=== design 1 ===
Figure 1. Cell classes on the final placement (design 1).
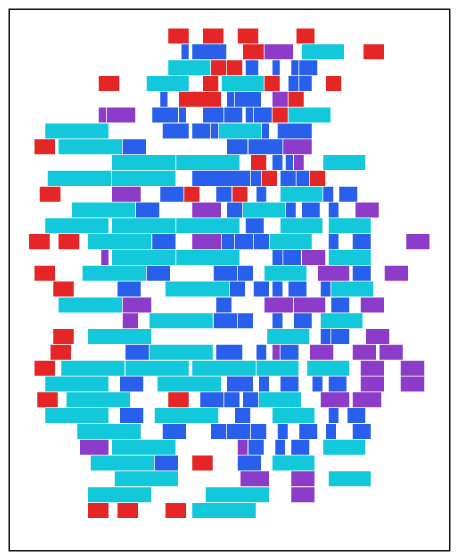

==> src/rtl/hyperbus_ddr_pkg.sv <==
// Shared types and default sizing for the HyperBus DDR output bank.
// Holds the output-sequencer state encoding and the default lane count and FIFO depth.
package hyperbus_ddr_pkg;

    localparam int unsigned DEFAULT_WIDTH = 8;
    localparam int unsigned DEFAULT_DEPTH = 2;

    typedef enum logic [1:0] {
        IDLE   = 2'd0,
        ACTIVE = 2'd1,
        STALL  = 2'd2
    } state_e;

endpackage

==> src/rtl/pulp_clock_mux2.sv <==
// Per-lane 2:1 glitch-tolerant selector used to drive DDR halves from the clock phase.
// Zero latency; purely combinational, no backpressure.
// clk_o follows clk1_i while clk_sel_i is high, otherwise clk0_i.
module pulp_clock_mux2 (
    input  logic clk0_i,
    input  logic clk1_i,
    input  logic clk_sel_i,
    output logic clk_o
);

    assign clk_o = clk_sel_i ? clk1_i : clk0_i;

endmodule

==> src/rtl/hyperbus_ddr_out_bank.sv <==
// DDR output bank: queues {d0,d1,last} beats and plays them out as q0 (clk high) / q1 (clk low).
// Latency: beat accepted at edge k is shown in the cycle after edge k+1; oe_o under HYPERBUS_DDR_OUT_OE_EN.
// Backpressure: ready_o = !full; one INIT cycle is inserted after every beat carrying last.
module hyperbus_ddr_out_bank
    import hyperbus_ddr_pkg::*;
#(
    parameter int unsigned      WIDTH = DEFAULT_WIDTH,
    parameter int unsigned      DEPTH = DEFAULT_DEPTH,
    parameter logic [WIDTH-1:0] INIT  = '0
) (
    input  logic             clk_i,
    input  logic             rst_i,
    input  logic             flush_i,
    input  logic             valid_i,
    output logic             ready_o,
    input  logic [WIDTH-1:0] d0_i,
    input  logic [WIDTH-1:0] d1_i,
    input  logic             last_i,
    output logic [WIDTH-1:0] q_o,
    output logic             busy_o,
    output logic             underrun_o
`ifdef HYPERBUS_DDR_OUT_OE_EN
    ,
    output logic             oe_o
`endif
);

    localparam int unsigned AW = (DEPTH > 1) ? $clog2(DEPTH) : 1;

    typedef struct packed {
        logic [WIDTH-1:0] d0;
        logic [WIDTH-1:0] d1;
        logic             last;
    } beat_t;

    beat_t            mem_q [DEPTH];
    beat_t            mem_d [DEPTH];
    logic [AW:0]      wr_ptr_q, wr_ptr_d;
    logic [AW:0]      rd_ptr_q, rd_ptr_d;
    state_e           state_q, state_d;
    logic [WIDTH-1:0] q0_q, q0_d;
    logic [WIDTH-1:0] q1_q, q1_d;
    logic             last_q, last_d;
    logic             underrun_q, underrun_d;

    logic  empty, full, push, pop;
    beat_t head;

    assign empty = (wr_ptr_q == rd_ptr_q);
    assign full  = (wr_ptr_q[AW] != rd_ptr_q[AW]) && (wr_ptr_q[AW-1:0] == rd_ptr_q[AW-1:0]);
    assign head  = mem_q[rd_ptr_q[AW-1:0]];

    assign ready_o = !full;
    assign push    = valid_i && !full && !flush_i;
    // Holding the pop while the shown beat closed a burst yields the single INIT gap cycle.
    assign pop     = !empty && !flush_i && !(state_q == ACTIVE && last_q);

    assign busy_o     = (state_q != IDLE) || !empty;
    assign underrun_o = underrun_q;

    always_comb begin
        mem_d      = mem_q;
        wr_ptr_d   = wr_ptr_q + {{AW{1'b0}}, push};
        rd_ptr_d   = rd_ptr_q + {{AW{1'b0}}, pop};
        state_d    = state_q;
        q0_d       = q0_q;
        q1_d       = q1_q;
        last_d     = last_q;
        underrun_d = 1'b0;

        if (push) begin
            mem_d[wr_ptr_q[AW-1:0]] = '{d0: d0_i, d1: d1_i, last: last_i};
        end

        if (flush_i) begin
            rd_ptr_d = wr_ptr_q;
            state_d  = IDLE;
            q0_d     = INIT;
            q1_d     = INIT;
            last_d   = 1'b0;
        end else if (pop) begin
            state_d = ACTIVE;
            q0_d    = head.d0;
            q1_d    = head.d1;
            last_d  = head.last;
        end else begin
            case (state_q)
                ACTIVE: begin
                    if (last_q) begin
                        state_d = IDLE;
                        q0_d    = INIT;
                        q1_d    = INIT;
                        last_d  = 1'b0;
                    end else begin
                        state_d    = STALL;
                        underrun_d = 1'b1;
                    end
                end
                IDLE: begin
                    q0_d = INIT;
                    q1_d = INIT;
                end
                default: ;
            endcase
        end
    end

    always_ff @(posedge clk_i) begin
        if (rst_i) begin
            wr_ptr_q   <= '0;
            rd_ptr_q   <= '0;
            state_q    <= IDLE;
            q0_q       <= INIT;
            q1_q       <= INIT;
            last_q     <= 1'b0;
            underrun_q <= 1'b0;
        end else begin
            wr_ptr_q   <= wr_ptr_d;
            rd_ptr_q   <= rd_ptr_d;
            state_q    <= state_d;
            q0_q       <= q0_d;
            q1_q       <= q1_d;
            last_q     <= last_d;
            underrun_q <= underrun_d;
        end
    end

    always_ff @(posedge clk_i) begin
        mem_q <= mem_d;
    end

`ifdef HYPERBUS_DDR_OUT_OE_EN
    logic oe_q, oe_d;

    assign oe_d = (state_d != IDLE);
    assign oe_o = oe_q;

    always_ff @(posedge clk_i) begin
        if (rst_i) begin
            oe_q <= 1'b0;
        end else begin
            oe_q <= oe_d;
        end
    end
`endif

    for (genvar i = 0; i < int'(WIDTH); i++) begin : g_lane
        pulp_clock_mux2 u_mux (
            .clk0_i   (q1_q[i]),
            .clk1_i   (q0_q[i]),
            .clk_sel_i(clk_i),
            .clk_o    (q_o[i])
        );
    end

endmodule
==> config.mk <==
export PLATFORM = sky130hd
export DESIGN_NAME = hyperbus_ddr_out_bank
export DESIGN_NICKNAME = d
export VERILOG_FILES = /design/src/rtl/hyperbus_ddr_pkg.sv /design/src/rtl/pulp_clock_mux2.sv /design/src/rtl/hyperbus_ddr_out_bank.sv
export SDC_FILE = /design/constraint.sdc
export NUM_CORES = 1
export LEC_CHECK = 0
export ABC_AREA = 0
export CORE_ASPECT_RATIO = 1.25
export CORE_MARGIN = 3
export CORE_UTILIZATION = 42
export DETAILED_ROUTE_END_ITERATION = 6
export GPL_ROUTABILITY_DRIVEN = 0
export PLACE_DENSITY = 0.74
export SYNTH_ARGS = -nofsm -noshare
export SYNTH_HDL_FRONTEND = slang
export SYNTH_SLANG_ARGS = --single-unit
==> constraint.sdc <==
create_clock -name clk_i -period 2.4 [get_ports clk_i]
set_clock_uncertainty 0.15 [all_clocks]
set_input_delay 0.36 -clock clk_i [delete_from_list [all_inputs] [get_ports clk_i]]
set_output_delay 0.36 -clock clk_i [all_outputs]
set_load 0.03 [all_outputs]
=== design 2 ===
### config.mk
export PLATFORM = sky130hd
export DESIGN_NAME = servo_sequencer
export DESIGN_NICKNAME = d
export VERILOG_FILES = /design/src/rtl/servo_sequencer.sv
export SDC_FILE = /design/constraint.sdc
export NUM_CORES = 1
export LEC_CHECK = 0
export CAP_MARGIN = 0
export CORE_UTILIZATION = 55
export DETAILED_ROUTE_END_ITERATION = 12
export DONT_BUFFER_PORTS = 1
export GPL_ROUTABILITY_DRIVEN = 0
export PLACE_DENSITY = 0.78
export SETUP_SLACK_MARGIN = 0.02
export SYNTH_ARGS = -nofsm -noshare
export SYNTH_HDL_FRONTEND = slang
export SYNTH_SLANG_ARGS = --single-unit
### constraint.sdc
create_clock -name clk -period 2.6 [get_ports clk]
set_clock_uncertainty 0.05 [all_clocks]
set_input_delay 0.39 -clock clk [delete_from_list [all_inputs] [get_ports clk]]
set_output_delay 0.39 -clock clk [all_outputs]
set_load 0.005 [all_outputs]
### src/rtl/servo_sequencer.sv
// Servo position sequencer: arbitrates two command requesters, then steps the
// servo position code one position per PWM frame toward the accepted target,
// holds it for a settle window, and reports completion.
module servo_sequencer #(
  parameter int STEP_CYCLES   = 2000000,
  parameter int SETTLE_CYCLES = 4000000
) (
  input  logic       clk,
  input  logic       rst,
  input  logic       cmd0_valid,
  input  logic [2:0] cmd0_pos,
  output logic       cmd0_ready,
  input  logic       cmd1_valid,
  input  logic [2:0] cmd1_pos,
  output logic       cmd1_ready,
  output logic [2:0] value,
  output logic       busy,
  output logic       owner,
  output logic       done,
  output logic       err
);

  localparam int MAX_CYC = (STEP_CYCLES > SETTLE_CYCLES) ? STEP_CYCLES : SETTLE_CYCLES;
  localparam int CNT_W   = (MAX_CYC > 1) ? $clog2(MAX_CYC) : 1;
  localparam logic [CNT_W-1:0] STEP_LAST   = CNT_W'(STEP_CYCLES - 1);
  localparam logic [CNT_W-1:0] SETTLE_LAST = CNT_W'(SETTLE_CYCLES - 1);
  localparam logic [2:0]       POS_MAX     = 3'd5;

  typedef enum logic [1:0] {IDLE, MOVE, SETTLE} state_t;

  state_t           state, state_next;
  logic [CNT_W-1:0] cnt;
  logic [2:0]       target;
  logic             accept0, accept1, accept;
  logic [2:0]       acc_pos;
  logic             acc_legal;
  logic             step_edge, settle_end;
  logic [2:0]       step_val;

  // One position step: a servo that is off jumps straight to the target,
  // a zero target switches the servo off, otherwise move by one position.
  function automatic logic [2:0] step_value(input logic [2:0] cur, input logic [2:0] tgt);
    if (cur == 3'd0)      return tgt;
    else if (tgt == 3'd0) return 3'd0;
    else if (cur < tgt)   return cur + 3'd1;
    else if (cur > tgt)   return cur - 3'd1;
    else                  return cur;
  endfunction

  // Readiness depends only on state and the high-priority valid, never on pos.
  always_comb begin
    cmd0_ready = !rst && (state == IDLE);
    cmd1_ready = !rst && (state == IDLE) && !cmd0_valid;
    accept0    = cmd0_valid && cmd0_ready;
    accept1    = cmd1_valid && cmd1_ready;
    accept     = accept0 || accept1;
    acc_pos    = accept0 ? cmd0_pos : cmd1_pos;
    acc_legal  = (acc_pos <= POS_MAX);
    step_edge  = (state == MOVE) && (cnt == STEP_LAST);
    settle_end = (state == SETTLE) && (cnt == SETTLE_LAST);
    step_val   = step_value(value, target);
    busy       = (state != IDLE);
  end

  // Next-state selection.
  always_comb begin
    state_next = state;
    case (state)
      IDLE:    if (accept && acc_legal) state_next = MOVE;
      MOVE:    if (step_edge && (step_val == target)) state_next = SETTLE;
      SETTLE:  if (settle_end) state_next = IDLE;
      default: state_next = IDLE;
    endcase
  end

  // State register.
  always_ff @(posedge clk) begin
    if (rst) state <= IDLE;
    else     state <= state_next;
  end

  // Command latch, frame/settle counter, position register and status pulses.
  always_ff @(posedge clk) begin
    if (rst) begin
      value  <= 3'd0;
      target <= 3'd0;
      owner  <= 1'b0;
      cnt    <= '0;
      done   <= 1'b0;
      err    <= 1'b0;
    end else begin
      done <= settle_end;
      err  <= accept && !acc_legal;
      case (state)
        IDLE: begin
          cnt <= '0;
          if (accept && acc_legal) begin
            target <= acc_pos;
            owner  <= accept1;
          end
        end
        MOVE: begin
          if (step_edge) begin
            value <= step_val;
            cnt   <= '0;
          end else begin
            cnt <= cnt + 1'b1;
          end
        end
        SETTLE: begin
          if (settle_end) cnt <= '0;
          else            cnt <= cnt + 1'b1;
        end
        default: cnt <= '0;
      endcase
    end
  end

endmodule

Figure 2. Power grid (design 2).
The bar under the picture is 20 um long. Pins as bars on the die edge. Tap cells in gray.
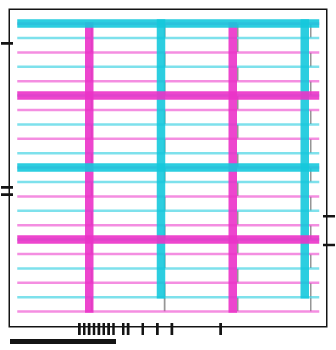
| net | color |
|---|---|
| VSS | magenta |
| VDD | cyan |
met4 straps: 4
met1 rails: 21
tap cells: 44
signal pins: 19

Figure 3. Wiring by layer (design 2).
The bar under the picture is 20 um long. Two of the layers only.
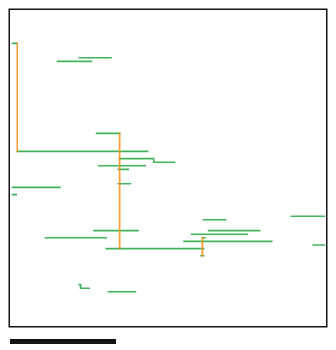
| layer | color | wire length |
|---|---|---|
| met3 | green | 171 um |
| met4 | orange | 45.6 um |
GRT Total Usage: 22.2%
WL/cell: 12.8 um

==> CHANGELOG.md, design 2 <==
### Changed

* Vias in the first global route at 1362
* CTS Root Cell: clkbuf_4
* R2R Setup Slk at 0.22 ns
* Critical path class: register to register
* Top pwr grp: sequential cells
* Tool warnings at 30
* Cell total after placement at 265
* Adder Share, Synth at 6.84%
* Met1 usage at 33.1%
* Synthesized instance count at 223
* Critical path's slowest cell: dfxtp_1
* P_leak at 0.733 nW
* Compound Share, Synth at 12.2%
* Status: complete, no violations
* Clock power share at 29.4%
* Worst path max stage delay at 0.42 ns
* Asr flop ratio synth at 0%
* CTS sink count at 33
* Post-synth top cells: nor2_1, dfxtp_1, nand2_1
* GRT met3 Usage at 5.41%
* Critical path peak fanout at 6
* Top-count cell post-synth: nor2_1
* Layout cells sized above 1 at 10.0%
* CP required at 2.81 ns
## design 2: area by class of cell
| type | count | share of cell area (%) |
|---|---|---|
| well taps | 44 | 2.78 |
| clock inverters | 1 | 0.253 |
| inverters | 11 | 2.08 |
| clock buffers | 7 | 3.28 |
| multi-input cells | 174 | 57.0 |
| repair buffers | 3 | 1.14 |
| flip-flops and latches | 33 | 33.4 |
## design 2: layout by cell type (no fill, tap or decap), types with 6 or more instances in the layout
master,instances
nand2_1,22
nand3_1,11
inv_1,11
dfxtp_1,32
xor2_1,13
nor2_1,37
or3_1,7
nand4_1,6
a21oi_1,10
o21ai_0,6
ha_1,10
Figure 4. Power grid (design 1).
The bar under the picture is 20 um long. Pins as bars on the die edge. Tap cells in gray.
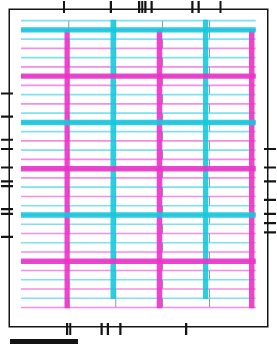
| net | color |
|---|---|
| VSS | magenta |
| VDD | cyan |
met5 straps: 6
tap cells: 66
rows: 31

Figure 5. Clock nets (design 1).
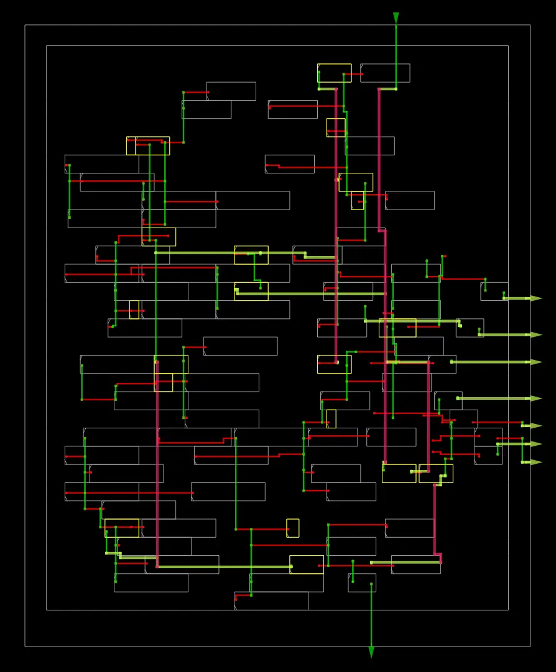
Insertion Delay late pin: 0.44 ns
clock network power: 1.09 mW
clkbuf count: 21
FF+latch count: 58

## Picture notes: Figure 1
| class | color | cells |
|---|---|---|
| other buffers and delay cells | red | 35 |
| all other logic | blue | 98 |
| flip-flops | cyan | 58 |
| clock drivers and dummy loads | purple | 36 |
core region area: 5820 um2
fin util: 53.6%
design area: 3120 um2
Seq area share: 48.1%
FP Rows: 31

==> CHANGELOG.md, design 1 <==
### Changed

* Status: complete, no violations
* Net count, final at 246
* R2R Path Start: rd_ptr_q[0]
* Avg Inst Size Synth at 13.6 um2
* P_leak at 1.07 nW
* Slew Limit Headroom at 74.8%
* Post-CTS Resized at 51
* Setup WS pre-CTS at -0.153 ns
* Critical path's slowest cell: mux2_4
* Post-Synth XOR/XNOR Area at 3.70%
* Adder Share, Synth at 1.48%
* Path depth of the worst reg2reg path at 8
* Initial DRT Pass Iterations at 4
* CP endpoint kind: output pin
* # hold bufs at CTS at 0
* # DRC at 0
* CP Launch Point: clk_i
* Die H at 92.9 um
## design 1: sequential cells by signal (all words and copies together), names as in the netlist
| signal | cells |
|---|---|
| wr_ptr_q | 2 |
| state_q | 2 |
| rd_ptr_q | 2 |
| q0_q | 8 |
| underrun_o | 1 |
| q1_q | 8 |
| mem_q | 34 |
| last_q | 1 |
## design 1: cell type report
class                      count  share of cell area [%]
multi-input combinational    105                    28.7
clock inverter                 7                    1.16
timing repair buffer          35                    10.5
clock buffer                  21                    8.66
tap                           66                    2.65
inverter                       1                   0.120
sequential                    58                    48.1

## Gallery

Routed clock nets over the placement.
The bar under the picture is 20 um long.
picture 1
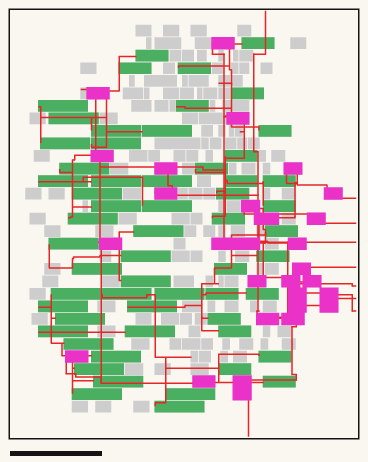
picture 2
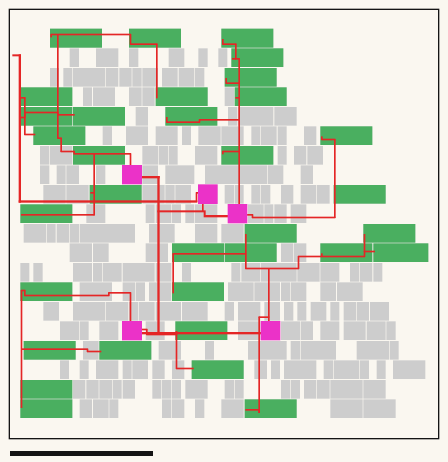
design 2: picture 2
design 1: picture 1
The one with the most sequential cells is picture 1.
The one with the largest die is picture 1.


Power and IR drop assume default switching activity.
